==================== hamming_codec_top
hamming_codec_top/density.png
The die is cut into 9 by 6 equal tiles; dark blue is low, red is high, 0 to 100% covered.
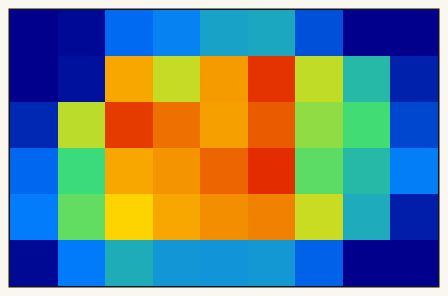
hamming_codec_top/gate_families.png
Scale bar: 20 µm.
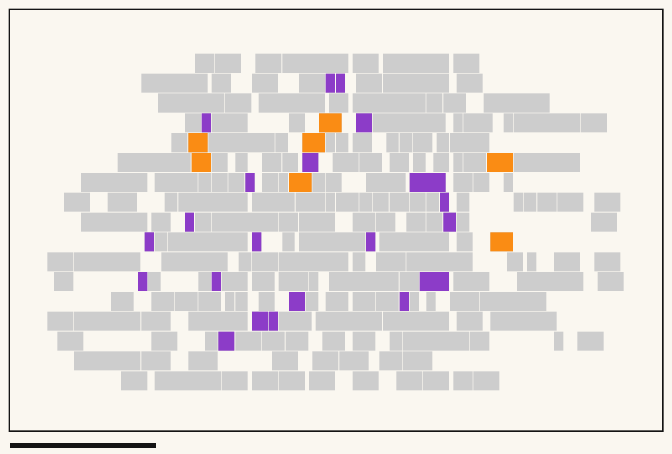
hamming_codec_top/clock_map.png
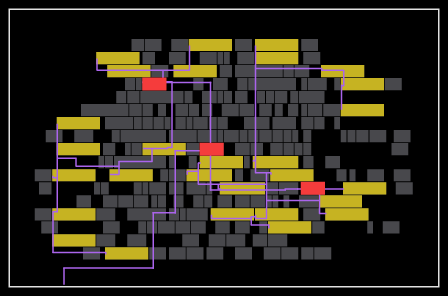
--- config.mk ---
export PLATFORM = sky130hd
export DESIGN_NAME = hamming_codec_top
export DESIGN_NICKNAME = d
export VERILOG_FILES = /design/src/rtl/hamming_pkg.sv /design/src/rtl/hamming_codec_decoder.sv /design/src/rtl/hamming_codec_top.sv
export SDC_FILE = /design/constraint.sdc
export NUM_CORES = 1
export LEC_CHECK = 0
export CORE_ASPECT_RATIO = 0.6
export CORE_MARGIN = 5
export CORE_UTILIZATION = 45
export CTS_CLUSTER_DIAMETER = 50
export CTS_CLUSTER_SIZE = 10
export DETAILED_ROUTE_END_ITERATION = 8
export GPL_TIMING_DRIVEN = 0
export PLACE_DENSITY = 0.76
export SKIP_CTS_REPAIR_TIMING = 1
export SYNTH_ARGS = -nofsm -noshare
export SYNTH_HDL_FRONTEND = slang
export SYNTH_SLANG_ARGS = --single-unit
--- constraint.sdc ---
create_clock -name clk -period 2.6 [get_ports clk]
set_input_delay 0.52 -clock clk [delete_from_list [all_inputs] [get_ports clk]]
set_output_delay 0.52 -clock clk [all_outputs]
set_load 0.02 [all_outputs]
--- src/rtl/hamming_pkg.sv ---
// Shared Hamming(7,4) widths, bit-position map and combinational encode/syndrome helpers.
package hamming_pkg;

  localparam int unsigned CODE_W = 7;
  localparam int unsigned DATA_W = 4;
  localparam int unsigned PAR_W  = 3;
  localparam int unsigned POS_W  = 3;

  localparam int unsigned P1 = 1;
  localparam int unsigned P2 = 2;
  localparam int unsigned D1 = 3;
  localparam int unsigned P4 = 4;
  localparam int unsigned D2 = 5;
  localparam int unsigned D3 = 6;
  localparam int unsigned D4 = 7;

  typedef logic [CODE_W:1]  code_t;
  typedef logic [DATA_W:1]  data_t;
  typedef logic [PAR_W:1]   par_t;
  typedef logic [POS_W-1:0] pos_t;

  // Received word plus the parity sense it was encoded with.
  typedef struct packed {
    code_t r;
    logic  pt;
  } chan_word_t;

  function automatic code_t encode(input data_t d, input logic pt);
    code_t c;
    c     = '0;
    c[D1] = d[1];
    c[D2] = d[2];
    c[D3] = d[3];
    c[D4] = d[4];
    c[P1] = d[1] ^ d[2] ^ d[4] ^ pt;
    c[P2] = d[1] ^ d[3] ^ d[4] ^ pt;
    c[P4] = d[2] ^ d[3] ^ d[4] ^ pt;
    return c;
  endfunction

  function automatic pos_t syndrome(input code_t r, input logic pt);
    pos_t s;
    s[0] = r[1] ^ r[3] ^ r[5] ^ r[7] ^ pt;
    s[1] = r[2] ^ r[3] ^ r[6] ^ r[7] ^ pt;
    s[2] = r[4] ^ r[5] ^ r[6] ^ r[7] ^ pt;
    return s;
  endfunction

  // One-hot mask selecting code bit `pos`; position 0 selects nothing.
  function automatic code_t pos_mask(input pos_t pos);
    code_t m;
    m = '0;
    if (pos != '0) m = code_t'(1) << POS_W'(pos - POS_W'(1));
    return m;
  endfunction

endpackage

--- src/rtl/hamming_codec_decoder.sv ---
// Stage 2: syndrome, single-bit correction and data extraction, all registered.
module hamming_decoder
  import hamming_pkg::*;
(
  input  logic       clk,
  input  logic       rst,
  input  logic       in_valid,
  input  chan_word_t chan,
  output data_t      data_out,
  output code_t      corrected_code,
  output logic       error_d,
  output pos_t       error_pos,
  output logic       dec_valid
);

  pos_t  syn_c;
  code_t corr_c;

  always_comb begin
    syn_c  = syndrome(chan.r, chan.pt);
    corr_c = chan.r ^ pos_mask(syn_c);
  end

  // Data registers hold when no word arrives; only the valid flag tracks in_valid.
  always_ff @(posedge clk or posedge rst) begin
    if (rst) begin
      data_out       <= '0;
      corrected_code <= '0;
      error_d        <= 1'b0;
      error_pos      <= '0;
      dec_valid      <= 1'b0;
    end else begin
      dec_valid <= in_valid;
      if (in_valid) begin
        data_out       <= {corr_c[D4], corr_c[D3], corr_c[D2], corr_c[D1]};
        corrected_code <= corr_c;
        error_d        <= (syn_c != '0);
        error_pos      <= syn_c;
      end
    end
  end

endmodule

--- src/rtl/hamming_codec_top.sv ---
// Encode -> single-bit error injection -> decode loop; encoder and channel in stage 1.
module hamming_codec_top
  import hamming_pkg::*;
(
  input  logic       clk,
  input  logic       rst,
  input  logic       in_valid,
  input  logic [4:1] data_in,
  input  logic       parity_type,
  input  logic       err_inj_en,
  input  logic [2:0] err_inj_pos,
  output logic [7:1] code_out,
  output logic [3:1] parity_out,
  output logic       enc_valid,
  output logic [4:1] data_out,
  output logic [7:1] corrected_code,
  output logic       error_d,
  output logic [2:0] error_pos,
  output logic       dec_valid
);

  code_t      code_c;
  code_t      rx_c;
  chan_word_t chan_q;

  always_comb begin
    code_c = encode(data_in, parity_type);
    rx_c   = err_inj_en ? (code_c ^ pos_mask(err_inj_pos)) : code_c;
  end

  // Stage 1: encoder outputs plus the channel word and its parity sense.
  always_ff @(posedge clk or posedge rst) begin
    if (rst) begin
      code_out   <= '0;
      parity_out <= '0;
      enc_valid  <= 1'b0;
      chan_q     <= '0;
    end else begin
      enc_valid <= in_valid;
      if (in_valid) begin
        code_out   <= code_c;
        parity_out <= {code_c[P4], code_c[P2], code_c[P1]};
        chan_q     <= '{r: rx_c, pt: parity_type};
      end
    end
  end

  hamming_decoder u_dec (
    .clk            (clk),
    .rst            (rst),
    .in_valid       (enc_valid),
    .chan           (chan_q),
    .data_out       (data_out),
    .corrected_code (corrected_code),
    .error_d        (error_d),
    .error_pos      (error_pos),
    .dec_valid      (dec_valid)
  );

endmodule

==> results_tabular.tex <==
% Generated from flow reports
\begin{tabular}{lr}
\hline
Metric & Value \\
\hline
\multicolumn{2}{l}{\textbf{Logic synthesis}} \\
Synthesized-area fraction occupied by xor and xnor cells & approximately 16\% \\
Ys cells & 166 \\
Average cell area after synthesis & about 10 µm² \\
\multicolumn{2}{l}{\textbf{Floorplanning}} \\
Count of inserted tapcells & $\sim$47 \\
\multicolumn{2}{l}{\textbf{Drt}} \\
Final routed wire length divided by cell count & around 15 µm \\
Via total after detailed routing & between 1000 and 1500 \\
Metal-1 WL & about 1.8 mm \\
\multicolumn{2}{l}{\textbf{Status}} \\
Run status & completed \\
\multicolumn{2}{l}{\textbf{STA}} \\
Final critical-path share of the clock period & between 90\% and 100\% \\
Tightest slew margin relative to the limit & 29.7\% \\
Slew at the pin closest to its max-slew limit & 1.05 ns \\
Final setup violation count & 0 \\
\multicolumn{2}{l}{\textbf{Finish}} \\
Combinational share of cell area & 41.3\% \\
\multicolumn{2}{l}{\textbf{Setup path}} \\
Critical-path maximum fanout & 4 \\
Max stage delay cell, worst path & sky130\_fd\_sc\_hd\_\_dfrtp\_2 \\
\multicolumn{2}{l}{\textbf{Clocking}} \\
Root buffer cell & sky130\_fd\_sc\_hd\_\_clkbuf\_8 \\
\hline
\end{tabular}
Notes on hamming_codec_top/density.png above:
28% of the tiles are over 75% full. The emptiest ninth of the die: north-west. The mean over all tiles is 44%. The fullest tile reaches 95%.

Notes on hamming_codec_top/gate_families.png above:
Key: AND-OR and OR-AND gates = orange [cells 7]; NOR gates = purple [cells 21, most used nor2_1]

Notes on hamming_codec_top/clock_map.png above:
Key: flip-flops = yellow [count 28]; cells driving clock nets = red [count 3]; clock wires = purple [length 372 µm]
There are 4 routed clock nets.

-- power by group through the flow --
stage	registers [W]	clock network [W]	logic [W]
finish	0.000657	0.000350	0.00142
global route	0.000677	0.000373	0.00151
CTS	0.000646	0.000354	0.00121
detailed placement	0.000655	0	0.00121
global placement	0.000643	0	0.00118
floorplan	0.000758	0	0.000670
-- worst min path at each step --
stage	to	slack, ns
finish	u_dec.dec_valid	0.42
global placement	u_dec.dec_valid	0.38
detailed placement	u_dec.dec_valid	0.40
CTS	u_dec.dec_valid	0.42
floorplan	u_dec.dec_valid	0.51
global route	u_dec.dec_valid	0.43

==================== branch_predictor_flat
branch_predictor_flat/density.png
The die is cut into 16 by 33 equal tiles; dark blue is low, red is high, 0 to 100% covered.
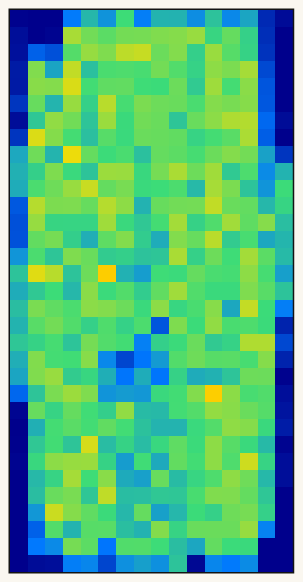
--- src/rtl/branch_predictor_if.sv ---
// Fetch/prediction/resolution/redirect bundle between the frontend, the predictor and the branch unit.
// The slave modport is the predictor's view; master is the frontend/branch-unit side.
interface branch_predictor_if #(
  parameter int XLEN = 32
);
  logic            fetch_valid_i;
  logic [XLEN-1:0] fetch_pc_i;

  logic            pred_valid_o;
  logic [XLEN-1:0] pred_pc_o;
  logic            pred_taken_o;
  logic [XLEN-1:0] pred_target_o;

  logic            res_valid_i;
  logic [XLEN-1:0] res_pc_i;
  logic [XLEN-1:0] res_target_i;
  logic            res_taken_i;
  logic            res_mispredict_i;

  logic            flush_o;
  logic [XLEN-1:0] redirect_pc_o;

  modport slave (
    input  fetch_valid_i, fetch_pc_i,
    input  res_valid_i, res_pc_i, res_target_i, res_taken_i, res_mispredict_i,
    output pred_valid_o, pred_pc_o, pred_taken_o, pred_target_o,
    output flush_o, redirect_pc_o
  );

  modport master (
    output fetch_valid_i, fetch_pc_i,
    output res_valid_i, res_pc_i, res_target_i, res_taken_i, res_mispredict_i,
    input  pred_valid_o, pred_pc_o, pred_taken_o, pred_target_o,
    input  flush_o, redirect_pc_o
  );
endinterface

--- src/rtl/branch_predictor.sv ---
// Bimodal 2-bit-counter BHT plus direct-mapped BTB with one-cycle lookup and misprediction redirect.
// Define BRANCH_PREDICTOR_GSHARE_EN to XOR a non-speculative global history register into the BHT index.
module branch_predictor #(
  parameter int XLEN        = 32,
  parameter int BHT_IDX_LEN = 6,
  parameter int BTB_IDX_LEN = 5
) (
  input  logic              clk_i,
  input  logic              rst_n_i,
  branch_predictor_if.slave bp_if
);

  localparam int BHT_N = 1 << BHT_IDX_LEN;
  localparam int BTB_N = 1 << BTB_IDX_LEN;
  localparam int TAG_W = XLEN - BTB_IDX_LEN - 2;

  // Tables
  logic [1:0]       bht_q        [BHT_N];
  logic [BTB_N-1:0] btb_valid_q;
  logic [TAG_W-1:0] btb_tag_q    [BTB_N];
  logic [XLEN-1:0]  btb_target_q [BTB_N];

  // Registered outputs
  logic            pred_valid_q,  pred_valid_d;
  logic [XLEN-1:0] pred_pc_q,     pred_pc_d;
  logic            pred_taken_q,  pred_taken_d;
  logic [XLEN-1:0] pred_target_q, pred_target_d;
  logic            flush_q,       flush_d;
  logic [XLEN-1:0] redirect_q,    redirect_d;

  logic [BHT_IDX_LEN-1:0] lk_bht_idx;
  logic [BHT_IDX_LEN-1:0] up_bht_idx;
  logic [BTB_IDX_LEN-1:0] lk_btb_idx;
  logic [BTB_IDX_LEN-1:0] up_btb_idx;
  logic [TAG_W-1:0]       lk_tag;
  logic [TAG_W-1:0]       up_tag;
  logic                   lk_hit;
  logic                   lk_taken;
  logic [1:0]             up_ctr_cur;
  logic [1:0]             up_ctr_new;
  logic                   bht_we;
  logic                   btb_we;

  assign lk_btb_idx = bp_if.fetch_pc_i[BTB_IDX_LEN+1:2];
  assign up_btb_idx = bp_if.res_pc_i[BTB_IDX_LEN+1:2];
  assign lk_tag     = bp_if.fetch_pc_i[XLEN-1:BTB_IDX_LEN+2];
  assign up_tag     = bp_if.res_pc_i[XLEN-1:BTB_IDX_LEN+2];

  assign bht_we = bp_if.res_valid_i;
  assign btb_we = bp_if.res_valid_i && bp_if.res_taken_i;

`ifdef BRANCH_PREDICTOR_GSHARE_EN
  logic [BHT_IDX_LEN-1:0] ghr_q, ghr_d;

  always_comb begin
    ghr_d = ghr_q;
    if (bp_if.res_valid_i) begin
      ghr_d = {ghr_q[BHT_IDX_LEN-2:0], bp_if.res_taken_i};
    end
  end

  always_ff @(posedge clk_i or negedge rst_n_i) begin
    if (!rst_n_i) begin
      ghr_q <= '0;
    end else begin
      ghr_q <= ghr_d;
    end
  end

  // Both lookup and update hash with the history as it stood before this cycle's resolution.
  assign lk_bht_idx = bp_if.fetch_pc_i[BHT_IDX_LEN+1:2] ^ ghr_q;
  assign up_bht_idx = bp_if.res_pc_i[BHT_IDX_LEN+1:2] ^ ghr_q;
`else
  assign lk_bht_idx = bp_if.fetch_pc_i[BHT_IDX_LEN+1:2];
  assign up_bht_idx = bp_if.res_pc_i[BHT_IDX_LEN+1:2];
`endif

  // Lookup reads the tables combinationally, so a same-cycle update is only seen next cycle.
  assign lk_hit   = btb_valid_q[lk_btb_idx] && (btb_tag_q[lk_btb_idx] == lk_tag);
  assign lk_taken = lk_hit && bht_q[lk_bht_idx][1];

  assign up_ctr_cur = bht_q[up_bht_idx];

  always_comb begin
    up_ctr_new = up_ctr_cur;
    if (bp_if.res_taken_i) begin
      if (up_ctr_cur != 2'b11) begin
        up_ctr_new = up_ctr_cur + 2'b01;
      end
    end else begin
      if (up_ctr_cur != 2'b00) begin
        up_ctr_new = up_ctr_cur - 2'b01;
      end
    end
  end

  always_ff @(posedge clk_i or negedge rst_n_i) begin
    if (!rst_n_i) begin
      for (int i = 0; i < BHT_N; i++) begin
        bht_q[i] <= 2'b01;
      end
    end else if (bht_we) begin
      bht_q[up_bht_idx] <= up_ctr_new;
    end
  end

  always_ff @(posedge clk_i or negedge rst_n_i) begin
    if (!rst_n_i) begin
      btb_valid_q <= '0;
    end else if (btb_we) begin
      btb_valid_q[up_btb_idx] <= 1'b1;
    end
  end

  // Tag/target storage is only meaningful behind a valid bit, so it carries no reset.
  always_ff @(posedge clk_i) begin
    if (btb_we) begin
      btb_tag_q[up_btb_idx]    <= up_tag;
      btb_target_q[up_btb_idx] <= bp_if.res_target_i;
    end
  end

  always_comb begin
    flush_d    = bp_if.res_valid_i && bp_if.res_mispredict_i;
    redirect_d = redirect_q;
    if (flush_d) begin
      redirect_d = bp_if.res_taken_i ? bp_if.res_target_i
                                     : bp_if.res_pc_i + XLEN'(4);
    end
  end

  always_comb begin
    // A flush in the next cycle squashes the lookup issued now as wrong-path.
    pred_valid_d  = bp_if.fetch_valid_i && !flush_d;
    pred_pc_d     = pred_pc_q;
    pred_taken_d  = pred_taken_q;
    pred_target_d = pred_target_q;
    if (bp_if.fetch_valid_i) begin
      pred_pc_d     = bp_if.fetch_pc_i;
      pred_taken_d  = lk_taken;
      pred_target_d = lk_taken ? btb_target_q[lk_btb_idx]
                               : bp_if.fetch_pc_i + XLEN'(4);
    end
  end

  always_ff @(posedge clk_i or negedge rst_n_i) begin
    if (!rst_n_i) begin
      pred_valid_q  <= 1'b0;
      pred_pc_q     <= '0;
      pred_taken_q  <= 1'b0;
      pred_target_q <= '0;
      flush_q       <= 1'b0;
      redirect_q    <= '0;
    end else begin
      pred_valid_q  <= pred_valid_d;
      pred_pc_q     <= pred_pc_d;
      pred_taken_q  <= pred_taken_d;
      pred_target_q <= pred_target_d;
      flush_q       <= flush_d;
      redirect_q    <= redirect_d;
    end
  end

  assign bp_if.pred_valid_o  = pred_valid_q;
  assign bp_if.pred_pc_o     = pred_pc_q;
  assign bp_if.pred_taken_o  = pred_taken_q;
  assign bp_if.pred_target_o = pred_target_q;
  assign bp_if.flush_o       = flush_q;
  assign bp_if.redirect_pc_o = redirect_q;

endmodule

--- src/flat_wrapper.sv ---
// flat-port wrapper written by rule: the top's interface ports become plain ports
module branch_predictor_flat 
#(
  parameter int XLEN        = 32,
  parameter int BHT_IDX_LEN = 6,
  parameter int BTB_IDX_LEN = 5
)
  (clk_i, rst_n_i, bp_if_fetch_valid_i, bp_if_fetch_pc_i, bp_if_res_valid_i, bp_if_res_pc_i, bp_if_res_target_i, bp_if_res_taken_i, bp_if_res_mispredict_i, bp_if_pred_valid_o, bp_if_pred_pc_o, bp_if_pred_taken_o, bp_if_pred_target_o, bp_if_flush_o, bp_if_redirect_pc_o);
  branch_predictor_if #(.XLEN(XLEN)) bp_if_i ();
  input  logic clk_i;
  input  logic rst_n_i;
  input wire logic [$bits(bp_if_i.fetch_valid_i)-1:0] bp_if_fetch_valid_i;
  input wire logic [$bits(bp_if_i.fetch_pc_i)-1:0] bp_if_fetch_pc_i;
  input wire logic [$bits(bp_if_i.res_valid_i)-1:0] bp_if_res_valid_i;
  input wire logic [$bits(bp_if_i.res_pc_i)-1:0] bp_if_res_pc_i;
  input wire logic [$bits(bp_if_i.res_target_i)-1:0] bp_if_res_target_i;
  input wire logic [$bits(bp_if_i.res_taken_i)-1:0] bp_if_res_taken_i;
  input wire logic [$bits(bp_if_i.res_mispredict_i)-1:0] bp_if_res_mispredict_i;
  output wire logic [$bits(bp_if_i.pred_valid_o)-1:0] bp_if_pred_valid_o;
  output wire logic [$bits(bp_if_i.pred_pc_o)-1:0] bp_if_pred_pc_o;
  output wire logic [$bits(bp_if_i.pred_taken_o)-1:0] bp_if_pred_taken_o;
  output wire logic [$bits(bp_if_i.pred_target_o)-1:0] bp_if_pred_target_o;
  output wire logic [$bits(bp_if_i.flush_o)-1:0] bp_if_flush_o;
  output wire logic [$bits(bp_if_i.redirect_pc_o)-1:0] bp_if_redirect_pc_o;
  assign bp_if_i.fetch_valid_i = bp_if_fetch_valid_i;
  assign bp_if_i.fetch_pc_i = bp_if_fetch_pc_i;
  assign bp_if_i.res_valid_i = bp_if_res_valid_i;
  assign bp_if_i.res_pc_i = bp_if_res_pc_i;
  assign bp_if_i.res_target_i = bp_if_res_target_i;
  assign bp_if_i.res_taken_i = bp_if_res_taken_i;
  assign bp_if_i.res_mispredict_i = bp_if_res_mispredict_i;
  assign bp_if_pred_valid_o = bp_if_i.pred_valid_o;
  assign bp_if_pred_pc_o = bp_if_i.pred_pc_o;
  assign bp_if_pred_taken_o = bp_if_i.pred_taken_o;
  assign bp_if_pred_target_o = bp_if_i.pred_target_o;
  assign bp_if_flush_o = bp_if_i.flush_o;
  assign bp_if_redirect_pc_o = bp_if_i.redirect_pc_o;
  branch_predictor #(.XLEN(XLEN), .BHT_IDX_LEN(BHT_IDX_LEN), .BTB_IDX_LEN(BTB_IDX_LEN)) u_core (.clk_i(clk_i), .rst_n_i(rst_n_i), .bp_if(bp_if_i));
endmodule
--- config.mk ---
export PLATFORM = sky130hd
export DESIGN_NAME = branch_predictor_flat
export DESIGN_NICKNAME = d
export VERILOG_FILES = /design/src/rtl/branch_predictor_if.sv /design/src/rtl/branch_predictor.sv /design/src/flat_wrapper.sv
export SDC_FILE = /design/constraint.sdc
export NUM_CORES = 2
export LEC_CHECK = 0
export ABC_CLOCK_PERIOD_IN_PS = 3630
export CAP_MARGIN = 20
export CELL_PAD_IN_SITES_DETAIL_PLACEMENT = 0
export CELL_PAD_IN_SITES_GLOBAL_PLACEMENT = 1
export CORE_AREA = 2 2 326 650
export DETAILED_ROUTE_END_ITERATION = 12
export DIE_AREA = 0 0 328 652
export HOLD_SLACK_MARGIN = 0.08
export PLACE_DENSITY_LB_ADDON = 0.1
export RECOVER_POWER = 100
export SLEW_MARGIN = 20
export SYNTH_ARGS = -nofsm -noshare
export SYNTH_HDL_FRONTEND = slang
export SYNTH_SLANG_ARGS = --single-unit
--- constraint.sdc ---
create_clock -name clk_i -period 3.63 [get_ports clk_i]
set_clock_uncertainty 0.15 [all_clocks]
set_input_delay 0.726 -clock clk_i [delete_from_list [all_inputs] [get_ports clk_i]]
set_output_delay 0.726 -clock clk_i [all_outputs]
set_load 0.005 [all_outputs]
==> results_tabular.tex <==
% Generated from flow reports
\begin{tabular}{lr}
\hline
Metric & Value \\
\hline
\multicolumn{2}{l}{\textbf{Status}} \\
Run status & finished, violations left \\
Violated checks & max-capacitance violations, max-slew violations, negative setup slack \\
\multicolumn{2}{l}{\textbf{Global routing}} \\
Met2 usage in global routing & 48.1\% \\
First-pass GRT wire length & just under 400 mm \\
Most utilized layer in the global route result & met2 \\
\multicolumn{2}{l}{\textbf{Power and ir drop}} \\
Top power consumer group & sequential cells \\
Reported leakage power & about 33 nW \\
\multicolumn{2}{l}{\textbf{STA}} \\
Smallest setup slack after layout & -0.0283 ns \\
Pins over their slew limit & around 900 \\
Final setup violation count & 9 \\
\multicolumn{2}{l}{\textbf{Finish}} \\
Sequential Area & around 61000 µm² \\
Combined area of the multi-input logic cells & 21200 µm² \\
\multicolumn{2}{l}{\textbf{Worst hold path}} \\
Min-Delay Startpoint & u\_core.btb\_valid\_q[8] \\
\multicolumn{2}{l}{\textbf{Setup path}} \\
Arrival time reported for the critical path endpoint & between 4 and 5 ns \\
Capturing instance or port of the critical path & u\_core.bp\_if.pred\_target\_o[0] \\
Critical-path maximum fanout & 24 \\
Startpoint Class & input pin \\
\multicolumn{2}{l}{\textbf{Logic synthesis}} \\
Most used standard cell by instance count after synthesis & sky130\_fd\_sc\_hd\_\_edfxtp\_1 \\
Area fraction in full adders, half adders and majority gates & less than 1\% \\
Largest logic family & multiplexers \\
Synth Net Count & $\sim$4200 \\
\multicolumn{2}{l}{\textbf{Run}} \\
Total of max-cap violations & 28 \\
\hline
\end{tabular}
## Picture notes: branch_predictor_flat/density.png
The mean over all tiles is 45%. The fullest tile reaches 77%. 5.9% of the tiles are nearly empty. 0.40% of the tiles are over 75% full.

## layout make-up
| class | count | share of cell area (%) |
|---|---|---|
| sequential | 2083 | 61.7 |
| timing repair buffer | 857 | 7.39 |
| clock inverter | 92 | 0.846 |
| clock buffer | 248 | 5.27 |
| inverter | 12 | 0.0491 |
| tap | 2748 | 3.46 |
| antenna | 7 | 0.0176 |
| multi-input combinational | 1789 | 21.3 |
## timing repair
item | 4_1_cts | 5_1_grt
setup endpoints to repair | 33 | 31
resized | 59 | 63
cloned | 2 | 7
hold buffers | 1 | 0
buffers inserted | 0 | 17
pin swaps | 11 | 24
endpoints found under the hold margin | 51 | 0

==================== decoder_scan_sequencer_flat
$ cat src/rtl/decoder_scan_sequencer_if.sv
// Handshake/bus bundle between a scan controller and decoder_scan_sequencer.
// The master side owns the scan request and configuration; the slave side
// (the sequencer) drives the decoder select/enable and the status pulses.
interface decoder_scan_sequencer_if #(
  parameter int DWELL_W = 8
);
  logic               start;
  logic               stop;
  logic               cont;
  logic [DWELL_W-1:0] dwell;
  logic [15:0]        mask;
  logic [3:0]         sel;
  logic               en;
  logic               busy;
  logic               wrap;
  logic               done;

  modport master (
    output start, stop, cont, dwell, mask,
    input  sel, en, busy, wrap, done
  );

  modport slave (
    input  start, stop, cont, dwell, mask,
    output sel, en, busy, wrap, done
  );
endinterface

$ cat src/rtl/decoder_scan_sequencer.sv
// Walks a 16-entry channel mask and drives a 4x16 decoder's select/enable.
// Each enabled channel is held for max(dwell,1) cycles, followed by a single
// break-before-make gap cycle so no two decoder outputs are active on
// adjacent cycles. Scans run once or loop, and can be aborted at any time.
module decoder_scan_sequencer #(
  parameter int DWELL_W = 8
) (
  input  logic                   clk,
  input  logic                   rst,
  decoder_scan_sequencer_if.slave bus
);

  typedef enum logic [1:0] {S_IDLE, S_ACTIVE, S_GAP, S_DONE} state_t;

  state_t             state;
  logic [DWELL_W-1:0] cnt;
  logic [DWELL_W-1:0] dwell_lat;
  logic [15:0]        mask_lat;
  logic               cont_lat;
  logic [3:0]         sel_r;
  logic               en_r;
  logic               busy_r;
  logic               wrap_r;
  logic               done_r;
  logic               take_start;
  logic [4:0]         next_hit;
  logic [3:0]         first_lat;

  // A dwell of zero would otherwise produce an empty ACTIVE phase.
  function automatic logic [DWELL_W-1:0] clamp_dwell(input logic [DWELL_W-1:0] d);
    return (d == '0) ? DWELL_W'(1) : d;
  endfunction

  // Index of the lowest set bit; 0 when the mask is empty.
  function automatic logic [3:0] first_set(input logic [15:0] m);
    logic [3:0] r;
    r = 4'd0;
    for (int k = 15; k >= 0; k--) begin
      if (m[k]) r = 4'(k);
    end
    return r;
  endfunction

  // {found, index} of the lowest set bit strictly above cur.
  function automatic logic [4:0] next_above(input logic [15:0] m, input logic [3:0] cur);
    logic [4:0] r;
    r = 5'd0;
    for (int k = 15; k >= 0; k--) begin
      if (m[k] && (5'(k) > {1'b0, cur})) r = {1'b1, 4'(k)};
    end
    return r;
  endfunction

  assign take_start = (state == S_IDLE) && bus.start && !bus.stop;
  assign next_hit   = next_above(mask_lat, sel_r);
  assign first_lat  = first_set(mask_lat);

  // Scan configuration is captured only when a scan is actually accepted.
  always_ff @(posedge clk) begin
    if (take_start) begin
      mask_lat  <= bus.mask;
      dwell_lat <= clamp_dwell(bus.dwell);
      cont_lat  <= bus.cont;
    end
  end

  // Scan state machine with registered decoder and status outputs.
  always_ff @(posedge clk or posedge rst) begin
    if (rst) begin
      state  <= S_IDLE;
      cnt    <= '0;
      sel_r  <= 4'd0;
      en_r   <= 1'b0;
      busy_r <= 1'b0;
      wrap_r <= 1'b0;
      done_r <= 1'b0;
    end else begin
      wrap_r <= 1'b0;
      done_r <= 1'b0;
      case (state)
        S_IDLE: begin
          if (take_start) begin
            if (bus.mask != 16'd0) begin
              state  <= S_ACTIVE;
              sel_r  <= first_set(bus.mask);
              cnt    <= clamp_dwell(bus.dwell);
              en_r   <= 1'b1;
              busy_r <= 1'b1;
            end else begin
              state  <= S_DONE;
              done_r <= 1'b1;
            end
          end
        end
        S_ACTIVE: begin
          if (bus.stop) begin
            state  <= S_IDLE;
            en_r   <= 1'b0;
            busy_r <= 1'b0;
          end else if (cnt <= DWELL_W'(1)) begin
            state <= S_GAP;
            en_r  <= 1'b0;
          end else begin
            cnt <= cnt - DWELL_W'(1);
          end
        end
        S_GAP: begin
          if (bus.stop) begin
            state  <= S_IDLE;
            busy_r <= 1'b0;
          end else if (next_hit[4]) begin
            state <= S_ACTIVE;
            sel_r <= next_hit[3:0];
            cnt   <= dwell_lat;
            en_r  <= 1'b1;
          end else if (cont_lat) begin
            state  <= S_ACTIVE;
            sel_r  <= first_lat;
            cnt    <= dwell_lat;
            en_r   <= 1'b1;
            wrap_r <= 1'b1;
          end else begin
            state  <= S_DONE;
            busy_r <= 1'b0;
            done_r <= 1'b1;
          end
        end
        S_DONE: begin
          // The done pulse lasts exactly this cycle, stop or not.
          state <= S_IDLE;
        end
        default: begin
          state  <= S_IDLE;
          en_r   <= 1'b0;
          busy_r <= 1'b0;
        end
      endcase
    end
  end

  assign bus.sel  = sel_r;
  assign bus.en   = en_r;
  assign bus.busy = busy_r;
  assign bus.wrap = wrap_r;
  assign bus.done = done_r;

endmodule

$ cat src/flat_wrapper.sv
// flat-port wrapper written by rule: the top's interface ports become plain ports
module decoder_scan_sequencer_flat 
#(
  parameter int DWELL_W = 8
)
  (clk, rst, bus_start, bus_stop, bus_cont, bus_dwell, bus_mask, bus_sel, bus_en, bus_busy, bus_wrap, bus_done);
  decoder_scan_sequencer_if #(.DWELL_W(DWELL_W)) bus_i ();
  input  logic clk;
  input  logic rst;
  input wire logic [$bits(bus_i.start)-1:0] bus_start;
  input wire logic [$bits(bus_i.stop)-1:0] bus_stop;
  input wire logic [$bits(bus_i.cont)-1:0] bus_cont;
  input wire logic [$bits(bus_i.dwell)-1:0] bus_dwell;
  input wire logic [$bits(bus_i.mask)-1:0] bus_mask;
  output wire logic [$bits(bus_i.sel)-1:0] bus_sel;
  output wire logic [$bits(bus_i.en)-1:0] bus_en;
  output wire logic [$bits(bus_i.busy)-1:0] bus_busy;
  output wire logic [$bits(bus_i.wrap)-1:0] bus_wrap;
  output wire logic [$bits(bus_i.done)-1:0] bus_done;
  assign bus_i.start = bus_start;
  assign bus_i.stop = bus_stop;
  assign bus_i.cont = bus_cont;
  assign bus_i.dwell = bus_dwell;
  assign bus_i.mask = bus_mask;
  assign bus_sel = bus_i.sel;
  assign bus_en = bus_i.en;
  assign bus_busy = bus_i.busy;
  assign bus_wrap = bus_i.wrap;
  assign bus_done = bus_i.done;
  decoder_scan_sequencer #(.DWELL_W(DWELL_W)) u_core (.clk(clk), .rst(rst), .bus(bus_i));
endmodule
$ cat config.mk
export PLATFORM = sky130hd
export DESIGN_NAME = decoder_scan_sequencer_flat
export DESIGN_NICKNAME = d
export VERILOG_FILES = /design/src/rtl/decoder_scan_sequencer_if.sv /design/src/rtl/decoder_scan_sequencer.sv /design/src/flat_wrapper.sv
export SDC_FILE = /design/constraint.sdc
export NUM_CORES = 1
export LEC_CHECK = 0
export CORE_MARGIN = 2
export CORE_UTILIZATION = 62
export CTS_BUF_LIST = sky130_fd_sc_hd__clkbuf_2 sky130_fd_sc_hd__clkbuf_4 sky130_fd_sc_hd__clkbuf_8
export DETAILED_ROUTE_END_ITERATION = 12
export GPL_TIMING_DRIVEN = 0
export PLACE_DENSITY = 0.88
export SLEW_MARGIN = 20
export SYNTH_ARGS = -nofsm -noshare
export SYNTH_HDL_FRONTEND = slang
export SYNTH_SLANG_ARGS = --single-unit
$ cat constraint.sdc
create_clock -name clk -period 8.12 [get_ports clk]
set_input_delay 2.03 -clock clk [delete_from_list [all_inputs] [get_ports clk]]
set_output_delay 2.03 -clock clk [all_outputs]
set_load 0.03 [all_outputs]
decoder_scan_sequencer_flat/clock_map.png
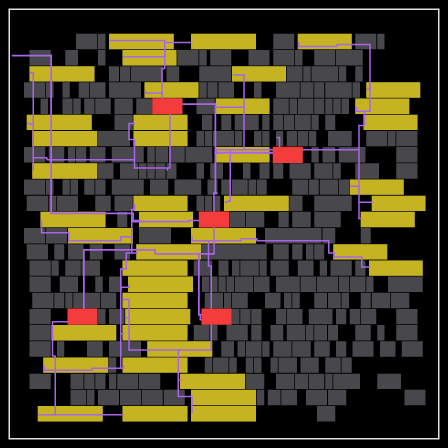
Key: flip-flops = yellow [count 43]; clock wires = purple [length 564 µm]; cells driving clock nets = red [count 5]
Position of the flops: all over the die.

decoder_scan_sequencer_flat/final_congestion.png
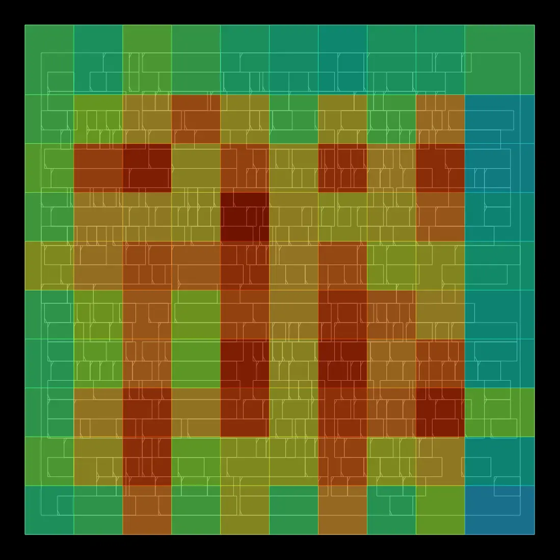
most utilized layer in the global route result: met2
final routed wire length divided by cell count: 17.0 µm
share of the core filled with cells in the final layout: 76.9%

==> results_tabular.tex <==
% Generated from flow reports
\begin{tabular}{lr}
\hline
Metric & Value \\
\hline
\multicolumn{2}{l}{\textbf{STA}} \\
Pins over their slew limit & 0 \\
Tightest slew margin relative to the limit & around a third \\
Setup repair after global routing missed its margin & false \\
Final hold violation count & 0 \\
\multicolumn{2}{l}{\textbf{Logic synthesis}} \\
Cell area after technology mapping & 2860 µm² \\
Average cell area after synthesis & 9.77 µm² \\
Most instantiated cells after synthesis & sky130\_fd\_sc\_hd\_\_nor2\_1 (34), sky130\_fd\_sc\_hd\_\_edfxtp\_1 (25), sky130\_fd\_sc\_hd\_\_a21oi\_1 (24) \\
Simple-Gate Fraction of Synth Area & 16.4\% \\
\multicolumn{2}{l}{\textbf{Finish}} \\
Registers with the highest flip-flop counts & u\_core.mask\_lat x16, u\_core.cnt x8, u\_core.dwell\_lat x8 \\
Proportion of final cell area spent on non-clock buffers & between 10\% and 20\% \\
Most frequent logic cell in the layout & sky130\_fd\_sc\_hd\_\_clkdlybuf4s50\_1 \\
\multicolumn{2}{l}{\textbf{Global routing}} \\
Total GRT Usage & between 20\% and 30\% \\
\multicolumn{2}{l}{\textbf{Drt}} \\
Pre-Repair DR Iteration Count & 6 \\
Uppermost layer routed & met4 \\
\multicolumn{2}{l}{\textbf{Status}} \\
Run status & completed \\
\multicolumn{2}{l}{\textbf{Power and ir drop}} \\
Clock distribution power & 0.000168 W \\
\multicolumn{2}{l}{\textbf{Worst hold path}} \\
Cells on Worst Hold Path & 2 \\
\multicolumn{2}{l}{\textbf{Setup path}} \\
Worst path required time & around 8.3 ns \\
Capturing instance or port of the critical path & u\_core.cnt[6] \\
\multicolumn{2}{l}{\textbf{Floorplanning}} \\
Die area & just over 5000 µm² \\
\hline
\end{tabular}
decoder_scan_sequencer_flat/density.png
The die is cut into 7 by 7 equal tiles; dark blue is low, red is high, 0 to 100% covered.
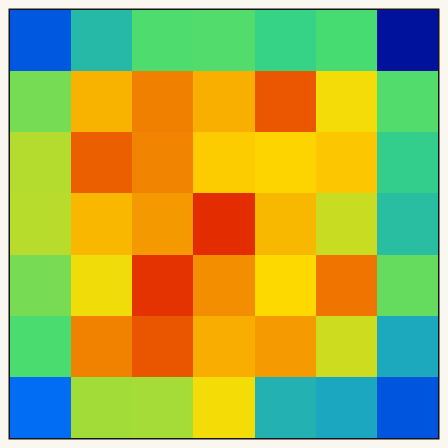
The fullest tile reaches 95%. The densest ninth of the die: centre. 43% of the tiles are over 75% full. The mean over all tiles is 64%.
Initial Utilization: 64.8%
core box area: 4410 µm²

==> per-stage QoR <==
| stage | total power, W | util [%] | cells | setup WS (ns) | hold slack [ns] |
|---|---|---|---|---|---|
| 3_5_place_dp | 0.000997 | 74.5 | 381 | 3.02 | 0.508 |
| 2_1_floorplan | 0.000836 | - | 293 | 3.90 | 0.517 |
| 5_1_grt | 0.00125 | 76.9 | 389 | 3.21 | 0.542 |
| 3_3_place_gp | 0.000977 | 74.5 | 381 | 3.03 | 0.507 |
| 6_report | 0.00117 | 76.9 | 389 | 3.32 | 0.523 |
| 4_1_cts | 0.00117 | 76.9 | 389 | 3.32 | 0.523 |

==================== fht_stream_sequencer
<file path="src/rtl/fht_seq_pkg.sv">
`default_nettype none
// ============================================================================
// Module      : fht_seq_pkg
// Description : Shared types and helpers for the FHT stream sequencer:
//               FSM state encoding and a width-parameterised bit reversal.
// Revision    : 1.0 - initial release
// ============================================================================
package fht_seq_pkg;

  // Sequencer FSM states, explicit 3-bit encoding
  typedef enum logic [2:0] {
    S_IDLE      = 3'd0,
    S_LOAD      = 3'd1,
    S_START     = 3'd2,
    S_WAIT_BUSY = 3'd3,
    S_WAIT_RDY  = 3'd4,
    S_UNLOAD    = 3'd5
  } fht_seq_state_t;

  localparam int BITREV_MAX_W = 32;

  // Reverse the low i_w bits of i_v; bits at and above i_w come back as zero
  function automatic logic [BITREV_MAX_W-1:0] bitrev(
    input logic [BITREV_MAX_W-1:0] i_v,
    input int                      i_w
  );
    logic [BITREV_MAX_W-1:0] v_rev;
    v_rev = '0;
    for (int i = 0; i < BITREV_MAX_W; i++) begin
      if (i < i_w) v_rev[i] = i_v[i_w-1-i];
    end
    return v_rev;
  endfunction

endpackage
`default_nettype wire

</file>
<file path="src/rtl/fht_seq_skid.sv">
`default_nettype none
// ============================================================================
// Module      : fht_seq_skid
// Description : Two-entry valid/ready output buffer with occupancy count.
//               Head entry drives the output and holds while stalled.
// Revision    : 1.0 - initial release
// ============================================================================
module fht_seq_skid
  import fht_seq_pkg::*;
#(
  parameter int DATA_W = 18
)(
  input  logic              i_clk,
  input  logic              i_rst,
  input  logic              i_push,
  input  logic [DATA_W-1:0] i_data,
  output logic [DATA_W-1:0] o_data,
  output logic              o_valid,
  input  logic              i_ready,
  output logic [1:0]        o_count
);

  logic [DATA_W-1:0] r_mem [2];
  logic              r_wptr;
  logic              r_rptr;
  logic [1:0]        r_count;
  logic              w_pop;

  assign o_valid = (r_count != 2'd0);
  assign w_pop   = o_valid & i_ready;
  assign o_data  = r_mem[r_rptr];
  assign o_count = r_count;

  // Storage: write the incoming word into the slot at the write pointer
  always_ff @(posedge i_clk) begin
    if (i_rst) begin
      r_mem[0] <= '0;
      r_mem[1] <= '0;
      r_wptr   <= 1'b0;
    end else if (i_push) begin
      r_mem[r_wptr] <= i_data;
      r_wptr        <= ~r_wptr;
    end
  end

  // Read pointer and occupancy; the caller guarantees no push when full
  always_ff @(posedge i_clk) begin
    if (i_rst) begin
      r_rptr  <= 1'b0;
      r_count <= 2'd0;
    end else begin
      if (w_pop) r_rptr <= ~r_rptr;
      case ({i_push, w_pop})
        2'b10:   r_count <= r_count + 2'd1;
        2'b01:   r_count <= r_count - 2'd1;
        default: r_count <= r_count;
      endcase
    end
  end

endmodule
`default_nettype wire

</file>
<file path="src/rtl/fht_stream_sequencer.sv">
`default_nettype none
// ============================================================================
// Module      : fht_stream_sequencer
// Description : Streaming front/back end for fht_top. Scatters an N-sample
//               input stream into NUM_BANK RAM banks, pulses the core start,
//               waits for completion and streams the result back out.
//               Optional macro FHT_SEQ_BITREV_OUT_EN: read results in
//               bit-reversed index order (natural-order output).
// Revision    : 1.0 - initial release
// ============================================================================
module fht_stream_sequencer
  import fht_seq_pkg::*;
#(
  parameter int D_BIT    = 18,
  parameter int A_BIT    = 9,
  parameter int NUM_BANK = 4
)(
  input  logic                      iCLK,
  input  logic                      iRESET,
  input  logic [D_BIT-1:0]          iS_DATA,
  input  logic                      iS_VALID,
  output logic                      oS_READY,
  output logic [NUM_BANK-1:0]       oWE,
  output logic [D_BIT-1:0]          oDATA_WR,
  output logic [A_BIT-1:0]          oADDR_WR,
  output logic                      oFHT_START,
  input  logic                      iFHT_RDY,
  output logic [A_BIT-1:0]          oADDR_RD,
  input  logic [NUM_BANK*D_BIT-1:0] iDATA_RD,
  output logic [D_BIT-1:0]          oM_DATA,
  output logic                      oM_VALID,
  input  logic                      iM_READY,
  output logic                      oBUSY,
  output logic                      oDONE
);

  localparam int LOG2_BANK = $clog2(NUM_BANK);
  localparam int N_BIT     = A_BIT + LOG2_BANK;

  fht_seq_state_t r_state, w_state_nxt;

  logic [N_BIT-1:0]     r_n;
  logic [N_BIT-1:0]     r_k;
  logic [N_BIT-1:0]     r_pop_cnt;
  logic [N_BIT-1:0]     w_r;
  logic                 r_all_issued;
  logic                 r_inflight;
  logic                 r_done;
  logic [LOG2_BANK-1:0] r_bank_d;
  logic [NUM_BANK-1:0]  r_we;
  logic [A_BIT-1:0]     r_addr_wr;
  logic [D_BIT-1:0]     r_data_wr;

  logic                 w_s_ready;
  logic                 w_s_hs;
  logic                 w_last_in;
  logic                 w_m_valid;
  logic                 w_m_hs;
  logic                 w_last_out;
  logic                 w_issue;
  logic [1:0]           w_occ;
  logic [2:0]           w_slots_used;
  logic [D_BIT-1:0]     w_bank_data [NUM_BANK];
  logic [D_BIT-1:0]     w_rd_data;
  logic [D_BIT-1:0]     w_m_data;

  // Input is refused during the oDONE cycle so a new frame starts after it
  assign w_s_ready  = ((r_state == S_IDLE) || (r_state == S_LOAD)) && !r_done;
  assign w_s_hs     = iS_VALID & w_s_ready;
  assign w_last_in  = w_s_hs & (&r_n);
  assign w_m_hs     = w_m_valid & iM_READY;
  assign w_last_out = w_m_hs & (&r_pop_cnt) & (r_state == S_UNLOAD);

  // Slots committed after this cycle: buffered words minus the one leaving
  // now, plus the read whose data lands next cycle. Counting the departing
  // word keeps one result per cycle flowing while downstream is ready.
  assign w_slots_used = {1'b0, w_occ} - {2'b00, w_m_hs} + {2'b00, r_inflight};
  assign w_issue      = (r_state == S_UNLOAD) && !r_all_issued && (w_slots_used < 3'd2);

`ifdef FHT_SEQ_BITREV_OUT_EN
  assign w_r = N_BIT'(bitrev(BITREV_MAX_W'(r_k), N_BIT));
`else
  assign w_r = r_k;
`endif

  // Split the packed bank read bus into one word per bank
  for (genvar b = 0; b < NUM_BANK; b++) begin : g_bank
    assign w_bank_data[b] = iDATA_RD[b*D_BIT +: D_BIT];
  end

  assign w_rd_data = w_bank_data[r_bank_d];

  assign oS_READY   = w_s_ready;
  assign oWE        = r_we;
  assign oDATA_WR   = r_data_wr;
  assign oADDR_WR   = r_addr_wr;
  assign oFHT_START = (r_state == S_START);
  assign oADDR_RD   = w_r[N_BIT-1:LOG2_BANK];
  assign oM_DATA    = w_m_data;
  assign oM_VALID   = w_m_valid;
  assign oBUSY      = (r_state != S_IDLE);
  assign oDONE      = r_done;

  fht_seq_skid #(
    .DATA_W (D_BIT)
  ) u_skid (
    .i_clk   (iCLK),
    .i_rst   (iRESET),
    .i_push  (r_inflight),
    .i_data  (w_rd_data),
    .o_data  (w_m_data),
    .o_valid (w_m_valid),
    .i_ready (iM_READY),
    .o_count (w_occ)
  );

  // FSM state register
  always_ff @(posedge iCLK) begin
    if (iRESET) r_state <= S_IDLE;
    else        r_state <= w_state_nxt;
  end

  // FSM next-state logic
  always_comb begin
    w_state_nxt = r_state;
    case (r_state)
      S_IDLE:      if (w_s_hs)     w_state_nxt = w_last_in ? S_START : S_LOAD;
      S_LOAD:      if (w_last_in)  w_state_nxt = S_START;
      S_START:                     w_state_nxt = S_WAIT_BUSY;
      S_WAIT_BUSY: if (!iFHT_RDY)  w_state_nxt = S_WAIT_RDY;
      S_WAIT_RDY:  if (iFHT_RDY)   w_state_nxt = S_UNLOAD;
      S_UNLOAD:    if (w_last_out) w_state_nxt = S_IDLE;
      default:                     w_state_nxt = S_IDLE;
    endcase
  end

  // Load path: register one bank write per accepted sample
  always_ff @(posedge iCLK) begin
    if (iRESET) begin
      r_n       <= '0;
      r_we      <= '0;
      r_addr_wr <= '0;
      r_data_wr <= '0;
    end else begin
      r_we <= '0;
      if (w_s_hs) begin
        r_we      <= NUM_BANK'(1) << r_n[LOG2_BANK-1:0];
        r_addr_wr <= r_n[N_BIT-1:LOG2_BANK];
        r_data_wr <= iS_DATA;
        r_n       <= r_n + N_BIT'(1);
      end
    end
  end

  // Unload path: issue reads, track the in-flight read and count results
  always_ff @(posedge iCLK) begin
    if (iRESET) begin
      r_k          <= '0;
      r_all_issued <= 1'b0;
      r_inflight   <= 1'b0;
      r_bank_d     <= '0;
      r_pop_cnt    <= '0;
    end else begin
      r_inflight <= w_issue;
      if (w_issue) begin
        r_k      <= r_k + N_BIT'(1);
        r_bank_d <= w_r[LOG2_BANK-1:0];
        if (&r_k) r_all_issued <= 1'b1;
      end
      if (w_m_hs)     r_pop_cnt    <= r_pop_cnt + N_BIT'(1);
      if (w_last_out) r_all_issued <= 1'b0;
    end
  end

  // Done pulse on the cycle after the final result handshake
  always_ff @(posedge iCLK) begin
    if (iRESET) r_done <= 1'b0;
    else        r_done <= w_last_out;
  end

endmodule
`default_nettype wire

</file>
<file path="config.mk">
export PLATFORM = sky130hd
export DESIGN_NAME = fht_stream_sequencer
export DESIGN_NICKNAME = d
export VERILOG_FILES = /design/src/rtl/fht_seq_pkg.sv /design/src/rtl/fht_seq_skid.sv /design/src/rtl/fht_stream_sequencer.sv
export SDC_FILE = /design/constraint.sdc
export NUM_CORES = 1
export LEC_CHECK = 0
export CAP_MARGIN = 20
export CELL_PAD_IN_SITES_DETAIL_PLACEMENT = 0
export CELL_PAD_IN_SITES_GLOBAL_PLACEMENT = 1
export CORE_MARGIN = 8
export CORE_UTILIZATION = 38
export CTS_CLUSTER_SIZE = 25
export DETAILED_ROUTE_END_ITERATION = 10
export HOLD_SLACK_MARGIN = 0.12
export PLACE_DENSITY = 0.83
export SETUP_SLACK_MARGIN = 0.3
export SLEW_MARGIN = 20
export SYNTH_ARGS = -nofsm -noshare
export SYNTH_HDL_FRONTEND = slang
export SYNTH_SLANG_ARGS = --single-unit
</file>
<file path="constraint.sdc">
create_clock -name iCLK -period 8.25 [get_ports iCLK]
set_clock_uncertainty 0.2 [all_clocks]
set_input_delay 1.2375 -clock iCLK [delete_from_list [all_inputs] [get_ports iCLK]]
set_output_delay 1.2375 -clock iCLK [all_outputs]
set_load 0.03 [all_outputs]
</file>
==> results_tabular.tex <==
% Generated from flow reports
\begin{tabular}{lr}
\hline
Metric & Value \\
\hline
\multicolumn{2}{l}{\textbf{STA}} \\
Tightest slew margin relative to the limit & 42.8\% \\
Max Clock Freq & $\sim$240 MHz \\
\multicolumn{2}{l}{\textbf{Status}} \\
Run status & completed \\
\multicolumn{2}{l}{\textbf{Setup path}} \\
Most used cell along the critical path & sky130\_fd\_sc\_hd\_\_nand2\_1 \\
Reg-to-reg critical path endpoint & r\_k[10] \\
\multicolumn{2}{l}{\textbf{Logic synthesis}} \\
Synthesis-stage register bit count & between 100 and 150 \\
Count of distinct cell types in the synthesized netlist & $\sim$45 \\
Largest logic family & simple AND/OR/NAND/NOR gates \\
\multicolumn{2}{l}{\textbf{Drt}} \\
Via total after detailed routing & about 4100 \\
Pre-Repair DR Iteration Count & 4 \\
\multicolumn{2}{l}{\textbf{Power and ir drop}} \\
Power of the combinational group & $\sim$0.00012 W \\
Switch share & around a fifth \\
\multicolumn{2}{l}{\textbf{Placed design}} \\
Worst setup slack before clock tree synthesis & $\sim$3.8 ns \\
\multicolumn{2}{l}{\textbf{Clocking}} \\
Worst-case clock buffer depth & 2 \\
\multicolumn{2}{l}{\textbf{Worst hold path}} \\
Hold/Removal Path Class & register to register \\
\multicolumn{2}{l}{\textbf{Run}} \\
Total of max-cap violations & 0 \\
\hline
\end{tabular}
## cell type report
cell class,count,share of cell area [%]
Sequential cell,113,35.5
Multi-Input combinational cell,335,31.4
Timing Repair Buffer,160,21.5
Clock buffer,19,5.99
Tap cell,176,2.98
Clock inverter,13,1.93
Inverter,13,0.660
## sequential cells by signal (all words and copies together) (netlist names), named ones only
name            cells
oWE                 4
r_inflight          1
r_k                11
r_pop_cnt          11
u_skid.o_count      2
oDATA_WR           18
oADDR_WR            9
r_bank_d            2
r_n                11
u_skid.r_mem       36
r_state             3
oDONE               1
u_skid.r_wptr       1
u_skid.r_rptr       1
r_all_issued        1
fht_stream_sequencer/gate_families.png
Scale bar: 50 µm.
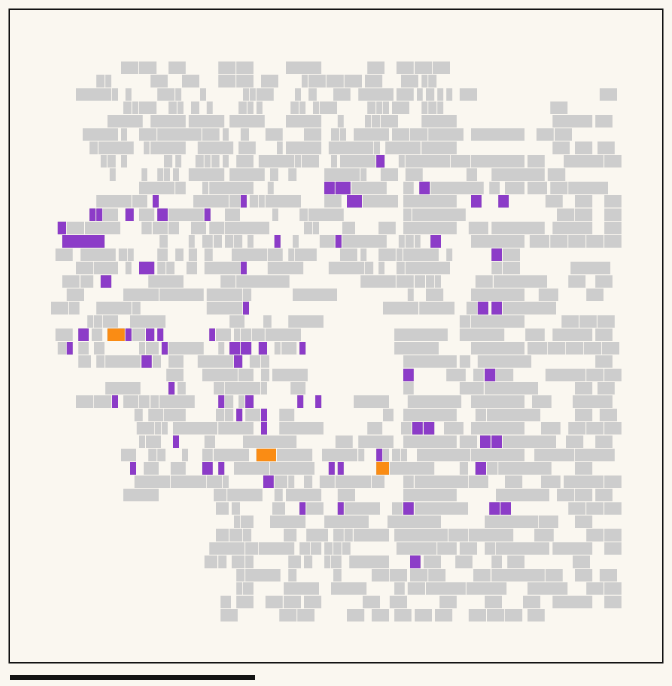
Key: NOR gates = purple [cells 69, most used nor2_1]; AND-OR and OR-AND gates = orange [cells 3]
most frequent logic cell in the layout: sky130_fd_sc_hd__clkdlybuf4s50_1
combinational share of cell area: 31.4%
post-route non-filler standard cell count: 829

fht_stream_sequencer/final_congestion.png
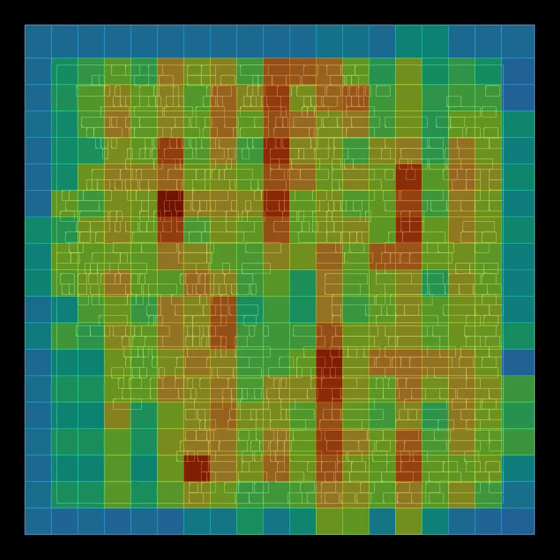
Total GRT Usage: 15.1%
most utilized layer in the global route result: met2
grt met1 use: 18.0%
met2 usage in global routing: 24.8%



## Gallery

Routed metal, one colour a layer.
picture 1
Scale bar: 100 µm.
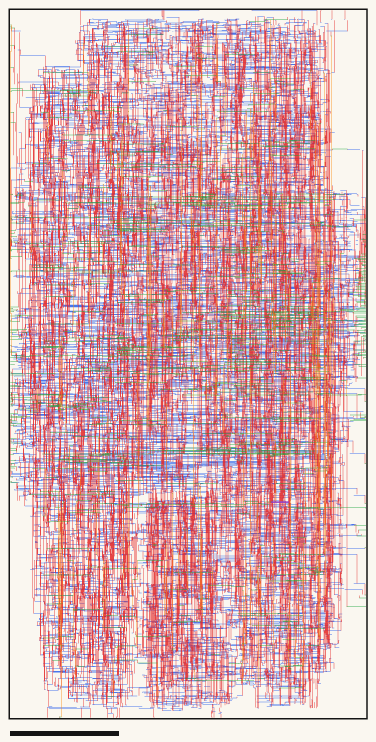
picture 2
Scale bar: 50 µm.
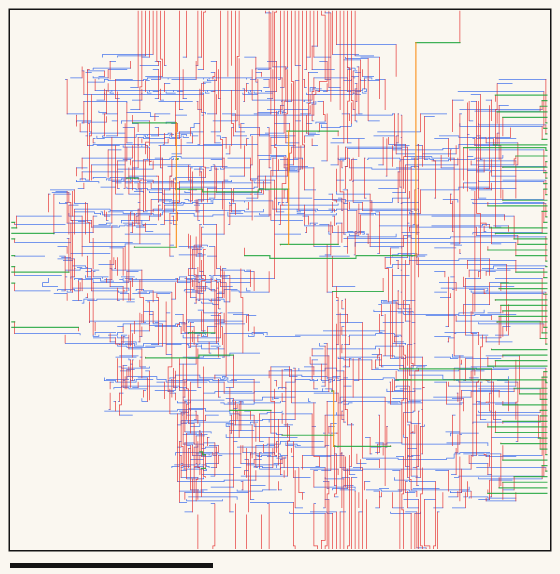
picture 3
Scale bar: 20 µm.
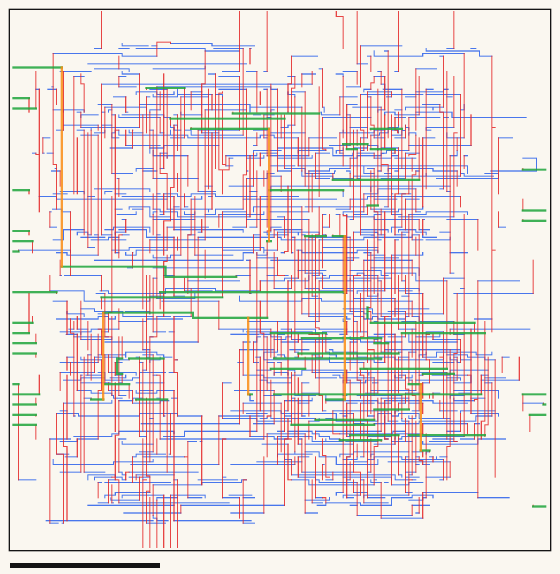
picture 4
Scale bar: 20 µm.
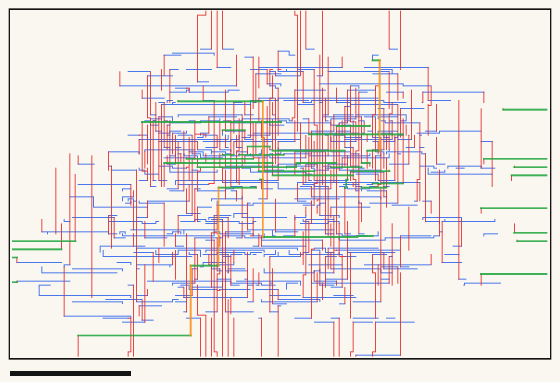
For decoder_scan_sequencer_flat, see picture 3.
For branch_predictor_flat, see picture 1.
For hamming_codec_top, see picture 4.
For fht_stream_sequencer, see picture 2.

Key to picture 1:
Key: met2 = red [wire length 151 mm]; met5 = purple [wire length 14.7 µm]; met3 = green [wire length 15200 µm]; met1 = blue [wire length 106 mm]; met4 = orange [wire length 12100 µm]

Power figures rest on the tool's default switching activity, not on a simulated workload.
